# led_glow_multi

led_glow_multi/layer_met1.png
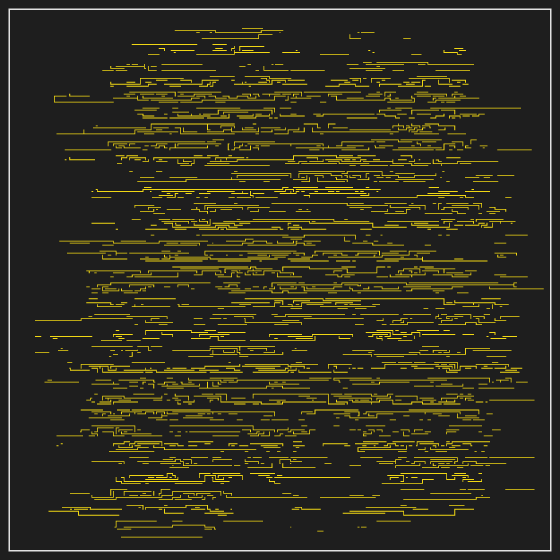

**src/rtl/led_glow_multi.sv**
```systemverilog
// Multi-channel LED breathing driver: shared prescaler/PWM counter, per-channel
// phase-staggered triangle duty and run-time mode. Define GAMMA_EN for squared-law BREATHE.
module led_glow_multi #(
    parameter int N_CH         = 4,
    parameter int PWM_W        = 8,
    parameter int PRESCALE     = 16,
    parameter int STEP_PERIODS = 4,
    parameter int PHASE_SPREAD = 1
) (
    input  logic              clk,
    input  logic              rst,
    input  logic              en,
    input  logic [2*N_CH-1:0] mode,
    output logic [N_CH-1:0]   led,
    output logic              period_tick
);

    localparam int MAX  = (1 << PWM_W) - 1;
    localparam int PS_W = (PRESCALE > 1) ? $clog2(PRESCALE) : 1;
    localparam int ST_W = (STEP_PERIODS > 1) ? $clog2(STEP_PERIODS) : 1;

    localparam logic [PWM_W-1:0] MAX_V  = PWM_W'(MAX);
    localparam logic [PS_W-1:0]  PS_TOP = PS_W'(PRESCALE - 1);
    localparam logic [ST_W-1:0]  ST_TOP = ST_W'(STEP_PERIODS - 1);

    localparam logic [1:0] M_OFF     = 2'b00;
    localparam logic [1:0] M_ON      = 2'b01;
    localparam logic [1:0] M_BREATHE = 2'b10;
    localparam logic [1:0] M_BLINK   = 2'b11;

    logic [PS_W-1:0]   presc;
    logic [PWM_W-1:0]  pwm_cnt;
    logic [ST_W-1:0]   step_cnt;
    logic [2*N_CH-1:0] mode_q;
    logic [PWM_W-1:0]  duty [N_CH];
    logic              dir_up [N_CH];

    logic presc_wrap;
    logic pwm_wrap;
    logic period_wrap;
    logic step_wrap;

    // Channel i starts at position (i*2*MAX)/N_CH along the 2*MAX-step triangle.
    function automatic int start_pos(input int i);
        if (PHASE_SPREAD == 0)
            return 0;
        return (i * 2 * MAX) / N_CH;
    endfunction

    function automatic logic [PWM_W-1:0] start_duty(input int i);
        int p;
        p = start_pos(i);
        if (p < MAX)
            return PWM_W'(p);
        return PWM_W'(2 * MAX - p);
    endfunction

    function automatic logic start_up(input int i);
        return (start_pos(i) < MAX);
    endfunction

    function automatic logic [PWM_W-1:0] shape(input logic [PWM_W-1:0] d);
`ifdef GAMMA_EN
        logic [2*PWM_W-1:0] sq;
        sq = {{PWM_W{1'b0}}, d} * {{PWM_W{1'b0}}, d} + (2*PWM_W)'(MAX);
        return PWM_W'(sq >> PWM_W);
`else
        return d;
`endif
    endfunction

    assign presc_wrap  = (presc == PS_TOP);
    assign pwm_wrap    = (pwm_cnt == MAX_V - 1'b1);
    assign period_wrap = presc_wrap && pwm_wrap;
    assign step_wrap   = (step_cnt == ST_TOP);

    always_ff @(posedge clk) begin
        if (rst) begin
            presc       <= '0;
            pwm_cnt     <= '0;
            step_cnt    <= '0;
            mode_q      <= '0;
            led         <= '0;
            period_tick <= 1'b0;
            for (int i = 0; i < N_CH; i++) begin
                duty[i]   <= start_duty(i);
                dir_up[i] <= start_up(i);
            end
        end else if (!en) begin
            led         <= '0;
            period_tick <= 1'b0;
        end else begin
            presc       <= presc_wrap ? '0 : presc + 1'b1;
            period_tick <= period_wrap;
            if (presc_wrap)
                pwm_cnt <= pwm_wrap ? '0 : pwm_cnt + 1'b1;

            // Mode and ramp only move at a period boundary, so outputs never runt.
            if (period_wrap) begin
                mode_q   <= mode;
                step_cnt <= step_wrap ? '0 : step_cnt + 1'b1;
                if (step_wrap) begin
                    for (int i = 0; i < N_CH; i++) begin
                        if (dir_up[i]) begin
                            if (duty[i] == MAX_V) begin
                                dir_up[i] <= 1'b0;
                                duty[i]   <= MAX_V - 1'b1;
                            end else begin
                                duty[i] <= duty[i] + 1'b1;
                            end
                        end else begin
                            if (duty[i] == '0) begin
                                dir_up[i] <= 1'b1;
                                duty[i]   <= PWM_W'(1);
                            end else begin
                                duty[i] <= duty[i] - 1'b1;
                            end
                        end
                    end
                end
            end

            for (int i = 0; i < N_CH; i++) begin
                case (mode_q[2*i +: 2])
                    M_OFF:     led[i] <= 1'b0;
                    M_ON:      led[i] <= 1'b1;
                    M_BREATHE: led[i] <= (pwm_cnt < shape(duty[i]));
                    M_BLINK:   led[i] <= dir_up[i];
                endcase
            end
        end
    end

endmodule

```
**config.mk**
```make
export PLATFORM = sky130hd
export DESIGN_NAME = led_glow_multi
export DESIGN_NICKNAME = d
export VERILOG_FILES = /design/src/rtl/led_glow_multi.sv
export SDC_FILE = /design/constraint.sdc
export NUM_CORES = 1
export LEC_CHECK = 0
export ABC_AREA = 1
export CORE_MARGIN = 2
export CORE_UTILIZATION = 58
export CTS_CLUSTER_SIZE = 14
export DETAILED_ROUTE_END_ITERATION = 8
export DONT_BUFFER_PORTS = 1
export PLACE_DENSITY = 0.87
export SLEW_MARGIN = 30
export SYNTH_ARGS = -nofsm -noshare
export SYNTH_HDL_FRONTEND = slang
export SYNTH_SLANG_ARGS = --single-unit
```
**constraint.sdc**
```tcl
create_clock -name clk -period 2.01 [get_ports clk]
set_input_delay 0.5025 -clock clk [delete_from_list [all_inputs] [get_ports clk]]
set_output_delay 0.5025 -clock clk [all_outputs]
set_load 0.005 [all_outputs]
```
# uart_apu_loader

## config.mk

```make
export PLATFORM = sky130hd
export DESIGN_NAME = uart_apu_loader
export DESIGN_NICKNAME = d
export VERILOG_FILES = /design/src/rtl/uart_apu_loader.sv
export SDC_FILE = /design/constraint.sdc
export NUM_CORES = 1
export LEC_CHECK = 0
export ABC_AREA = 1
export CAP_MARGIN = 20
export CORE_ASPECT_RATIO = 0.7
export CORE_MARGIN = 1
export CORE_UTILIZATION = 49
export DETAILED_ROUTE_END_ITERATION = 12
export MAX_ROUTING_LAYER = met4
export PLACE_DENSITY = 0.72
export SYNTH_ARGS = -nofsm -noshare
export SYNTH_HDL_FRONTEND = slang
export SYNTH_SLANG_ARGS = --single-unit
```

## constraint.sdc

```tcl
create_clock -name clk -period 4.5 [get_ports clk]
set_clock_uncertainty 0.15 [all_clocks]
set_input_delay 1.125 -clock clk [delete_from_list [all_inputs] [get_ports clk]]
set_output_delay 1.125 -clock clk [all_outputs]
set_load 0.01 [all_outputs]
```

## src/rtl/uart_apu_loader.sv

```systemverilog
// Receives 8N1 UART bytes from the host and loads the four square-channel registers from nibble command pairs.
// Latency: register and reg_wr update one clk after the stop-bit sample (about 9.5 bit times after the start edge).
// No backpressure: one byte in flight at a time; a frame with a low stop bit is dropped and the line must go high again.
module uart_apu_loader #(
    parameter int CLK_HZ = 12_000_000,
    parameter int BAUD   = 9_600
) (
    input  logic       clk,
    input  logic       rst_n,
    input  logic       rx,
    output logic [7:0] reg0,
    output logic [7:0] reg1,
    output logic [7:0] reg2,
    output logic [7:0] reg3,
    output logic [3:0] reg_wr,
    output logic       trigger,
    output logic       frame_err
);

    localparam int BIT_DIV  = CLK_HZ / BAUD;
    localparam int HALF_DIV = BIT_DIV / 2;
    localparam int CW       = (BIT_DIV > 2) ? $clog2(BIT_DIV) : 1;
    localparam logic [CW-1:0] BIT_LAST  = CW'(BIT_DIV - 1);
    localparam logic [CW-1:0] HALF_LAST = CW'(HALF_DIV - 1);

    typedef enum logic [2:0] {
        ST_IDLE,
        ST_START,
        ST_DATA,
        ST_STOP,
        ST_BREAK
    } rx_state_t;

    logic            sync1_q;
    logic            rxs_q;
    rx_state_t       state_q;
    logic [CW-1:0]   cnt_q;
    logic [2:0]      bit_q;
    logic [7:0]      shift_q;
    logic            byte_vld_q;
    logic            frame_err_q;

    logic [3:0][7:0] regs_q,     regs_d;
    logic [3:0]      reg_wr_q,   reg_wr_d;
    logic [3:0]      pend_nib_q, pend_nib_d;
    logic [2:0]      pend_idx_q, pend_idx_d;
    logic            pend_vld_q, pend_vld_d;

    logic [2:0]      cmd_idx;
    logic [3:0]      cmd_nib;

    // Two-flop synchroniser for the asynchronous serial line; idles high.
    always_ff @(posedge clk or negedge rst_n) begin
        if (!rst_n) begin
            sync1_q <= 1'b1;
            rxs_q   <= 1'b1;
        end else begin
            sync1_q <= rx;
            rxs_q   <= sync1_q;
        end
    end

    // Receive FSM: mid-bit sampling, LSB first, with break handling after a bad stop bit.
    always_ff @(posedge clk or negedge rst_n) begin
        if (!rst_n) begin
            state_q     <= ST_IDLE;
            cnt_q       <= '0;
            bit_q       <= '0;
            shift_q     <= '0;
            byte_vld_q  <= 1'b0;
            frame_err_q <= 1'b0;
        end else begin
            byte_vld_q  <= 1'b0;
            frame_err_q <= 1'b0;
            case (state_q)
                ST_IDLE: begin
                    if (!rxs_q) begin
                        state_q <= ST_START;
                        cnt_q   <= '0;
                    end
                end
                ST_START: begin
                    if (cnt_q == HALF_LAST) begin
                        cnt_q   <= '0;
                        bit_q   <= '0;
                        // A start bit that has gone high again by mid-bit is a glitch.
                        state_q <= rxs_q ? ST_IDLE : ST_DATA;
                    end else begin
                        cnt_q <= cnt_q + 1'b1;
                    end
                end
                ST_DATA: begin
                    if (cnt_q == BIT_LAST) begin
                        cnt_q   <= '0;
                        shift_q <= {rxs_q, shift_q[7:1]};
                        if (bit_q == 3'd7) begin
                            state_q <= ST_STOP;
                        end else begin
                            bit_q <= bit_q + 1'b1;
                        end
                    end else begin
                        cnt_q <= cnt_q + 1'b1;
                    end
                end
                ST_STOP: begin
                    if (cnt_q == BIT_LAST) begin
                        cnt_q <= '0;
                        if (rxs_q) begin
                            byte_vld_q <= 1'b1;
                            state_q    <= ST_IDLE;
                        end else begin
                            frame_err_q <= 1'b1;
                            state_q     <= ST_BREAK;
                        end
                    end else begin
                        cnt_q <= cnt_q + 1'b1;
                    end
                end
                ST_BREAK: begin
                    // Hold off until the line is released so a long low is not read as a start bit.
                    if (rxs_q) begin
                        state_q <= ST_IDLE;
                    end
                end
                default: state_q <= ST_IDLE;
            endcase
        end
    end

    assign cmd_idx = shift_q[6:4];
    assign cmd_nib = shift_q[3:0];

    // Command decode: even index parks the low nibble, the matching odd index completes the load.
    always_comb begin
        regs_d     = regs_q;
        reg_wr_d   = '0;
        pend_nib_d = pend_nib_q;
        pend_idx_d = pend_idx_q;
        pend_vld_d = pend_vld_q;
        if (byte_vld_q && !shift_q[7]) begin
            if (!cmd_idx[0]) begin
                pend_nib_d = cmd_nib;
                pend_idx_d = cmd_idx;
                pend_vld_d = 1'b1;
            end else begin
                pend_vld_d = 1'b0;
                if (pend_vld_q && (pend_idx_q == (cmd_idx - 3'd1))) begin
                    regs_d[cmd_idx[2:1]]   = {cmd_nib, pend_nib_q};
                    reg_wr_d[cmd_idx[2:1]] = 1'b1;
                end
            end
        end
    end

    // Channel registers, load strobes and the pending low nibble.
    always_ff @(posedge clk or negedge rst_n) begin
        if (!rst_n) begin
            regs_q     <= '0;
            reg_wr_q   <= '0;
            pend_nib_q <= '0;
            pend_idx_q <= '0;
            pend_vld_q <= 1'b0;
        end else begin
            regs_q     <= regs_d;
            reg_wr_q   <= reg_wr_d;
            pend_nib_q <= pend_nib_d;
            pend_idx_q <= pend_idx_d;
            pend_vld_q <= pend_vld_d;
        end
    end

    assign reg0      = regs_q[0];
    assign reg1      = regs_q[1];
    assign reg2      = regs_q[2];
    assign reg3      = regs_q[3];
    assign reg_wr    = reg_wr_q;
    assign trigger   = reg_wr_q[3];
    assign frame_err = frame_err_q;

endmodule
```


==> layout pictures side by side <==
Wiring heat map.
picture 1
Bar = 20 um. The die is cut into 18 by 18 equal tiles; dark blue is low, red is high, scaled to the fullest tile. Values are wire area over tile area, all layers added.
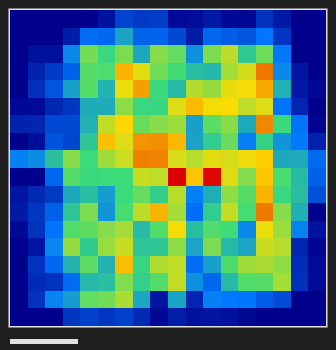
picture 2
Bar = 20 um. The die is cut into 20 by 14 equal tiles; dark blue is low, red is high, scaled to the fullest tile. Values are wire area over tile area, all layers added.
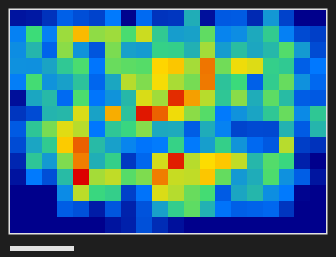
picture 1 -> led_glow_multi
picture 2 -> uart_apu_loader

Key to picture 2:
nearly empty tiles: 10%
tiles over half the peak: 29%
fullest tile: 0.42

led_glow_multi/placement_by_type.png
Fill, decap, tap and diode cells in gray.
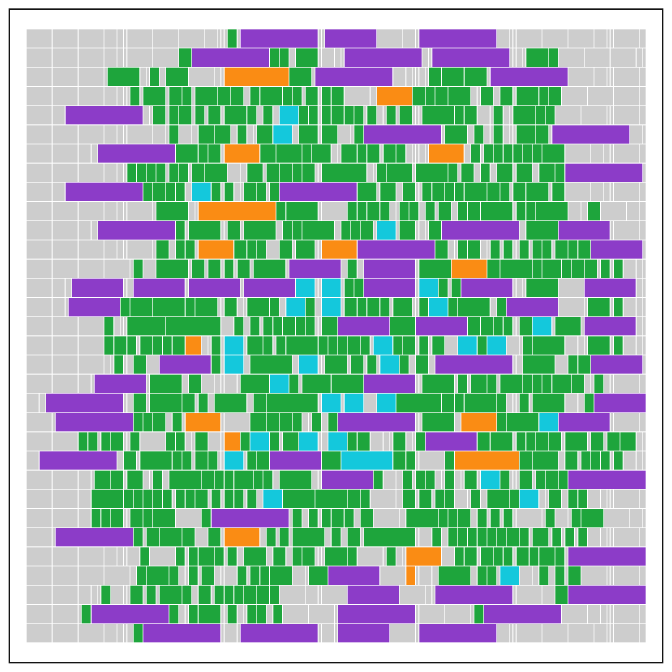
| color | class | cells | share of their area |
|---|---|---|---|
| purple | flops | 63 | 32% |
| orange | clock drivers and dummy loads | 16 | 4.6% |
| cyan | other buffers and delay cells | 32 | 5.0% |
| green | combinational and other logic | 536 | 59% |

About led_glow_multi/layer_met1.png:
longest straight run: 23.9 um
wire length on this layer: 4750 um
main direction: horizontal
share of all routed wire: 42%

==> Implementation_results.wiki, led_glow_multi <==
=== Synthesis and place and route ===
{| class="wikitable"
! Metric !! Value
|-
| Max cap viols || 0
|-
| Tally of yosys warning messages || 0
|-
| Tmin final || 1960 ps
|-
| Clk_skew || 10.1 ps
|-
| Area share of the leading cell type in the synthesized netlist || 0.225
|-
| Fraction of area in multi-input gates || 0.514
|-
| Slowest library cell on the worst path || dfxtp_1
|-
| Register share of total power || 0.483
|-
| Origin of the worst setup path || pwm_cnt[0]$_SDFFE_PP0P_
|-
| Total detailed-routing wirelength || 11200 um
|-
| Origin of the critical flop-to-flop path || pwm_cnt[0]$_SDFFE_PP0P_
|-
| Cell at the root of the clock tree || clkbuf_8
|-
| Relative slew slack || 0.706
|-
| Global routing usage summed across all routing layers || 0.269
|-
| Max FO, Critical Path || 6
|-
| Max rail drop VDD || 0.000326 V
|-
| Commonest Layout Cell || nand2_1
|-
| Met1 routed wirelength after detailed routing || 4750 um
|-
| Seq share, synth || 0.353
|-
| Status || finished clean
|-
| Floorplan die height || 92.4 um
|-
| Count of warning messages emitted by the tools || 32
|-
| Clock sink total || 63
|-
| Number of non-clock buffers || 32
|-
| Gate power share || 0.085
|-
| Number of ordinary inverters in the final layout || 79
|}
## led_glow_multi: metrics by stage
| stage | util | setup TNS, ps | cells |
|---|---|---|---|
| 2_1_floorplan | - | 0 | 605 |
| 4_1_cts | 0.664 | 0 | 744 |
| 6_report | 0.675 | 0 | 749 |
| 3_3_place_gp | 0.634 | 0 | 728 |
| 5_1_grt | 0.675 | -105 | 749 |
| 3_5_place_dp | 0.634 | 0 | 728 |
## led_glow_multi: state kept, by name, indices dropped and copies added (netlist names)
name	count
duty	32
mode_q	8
pwm_cnt	8
dir_up	4
led	4
presc	4
step_cnt	2
period_tick	1
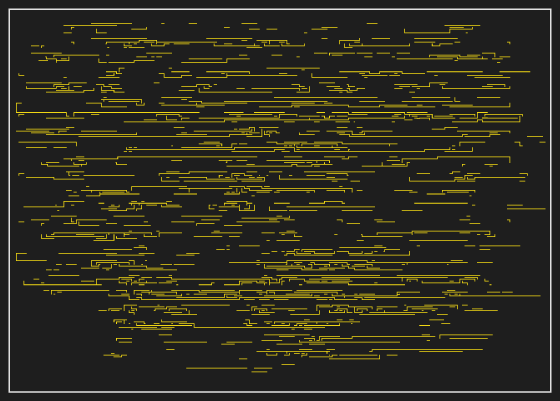
uart_apu_loader/layer_met1.png
longest straight run: 27.6 um
share of all routed wire: 50%
wire length on this layer: 3410 um
nets with wire on the layer: 375

==> Implementation_results.wiki, uart_apu_loader <==
=== Synthesis and place and route ===
{| class="wikitable"
! Metric !! Value
|-
| Number of cells produced by synthesis || 365
|-
| Number of buffers added for setup after CTS || 0
|-
| Signal buf overhead || 0.104
|-
| Mean cell area of the mapped netlist || 8.86 sq um
|-
| Share of the synthesized netlist area taken by xor and xnor gates || 0.0182
|-
| DP Wirelength || 4810 um
|-
| Tally of yosys warning messages || 0
|-
| Relative slew slack || 0.618
|-
| Gate power share || 0.012
|-
| Status || finished clean
|-
| Buffer-and-inverter tally for the worst setup path || 1
|-
| Comb gates || 240
|-
| Final antenna-violating net count || 0
|-
| Origin of the critical flop-to-flop path || shift_q[5]$_DFFE_PN0P_
|-
| Clock tree from TritonCTS || done
|-
| Internal power || 1.04 mW
|-
| Final design utilization || 0.623
|-
| Total via count in the routed design || 2526
|-
| Crit path DAT || 1270 ps
|-
| Total detailed-routing wirelength || 6790 um
|-
| Most area-hungry cell type in the Yosys netlist || dfrtp_1
|-
| Power per cell area || 333 mW/mm^2
|-
| Fraction of standard cell area that is sequential || 0.459
|-
| Yosys stat area || 0.00324 sq mm
|-
| Top Ports || 41
|-
| CP Launch Type || register
|-
| Most repeated cell in the gate-level netlist after synthesis || nand2_1
|-
| Unrepaired setup endpoints after global routing || false
|}
## uart_apu_loader: per-layer routing
| metal | vias to the layer above | routed length (um) |
|---|---|---|
| li1 | 1255 | - |
| met5 | - | 0 |
| met2 | 45 | 3010 |
| met3 | 4 | 320 |
| met4 | 0 | 41 |
| met1 | 1222 | 3410 |
## uart_apu_loader: worst reg2reg max path, delay by kind of cell (launching register included)
kind | cells | cell delay (ps)
and+or+nand+nor | 5 | 1100
DFF | 1 | 410
adders and majority gates | 1 | 300
buffers and inverters | 1 | 100
AOI/OAI and AO/OA | 1 | 60


==> layout pictures side by side <==
Clock nets.
panel A
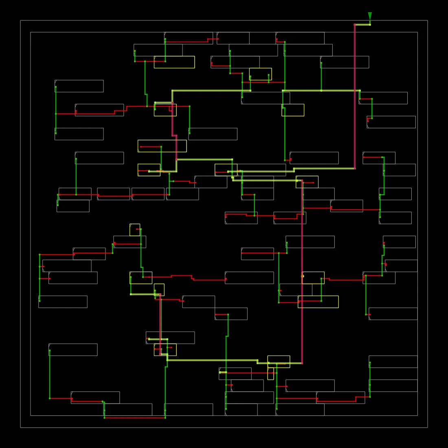
panel B
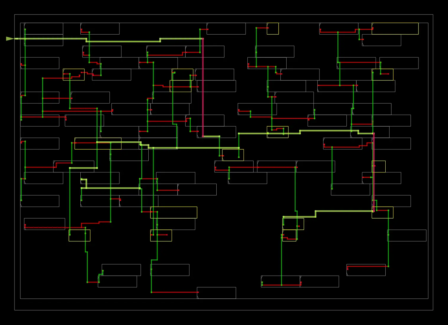
uart_apu_loader -> panel B
led_glow_multi -> panel A

Power is estimated from default activity; no workload was simulated.
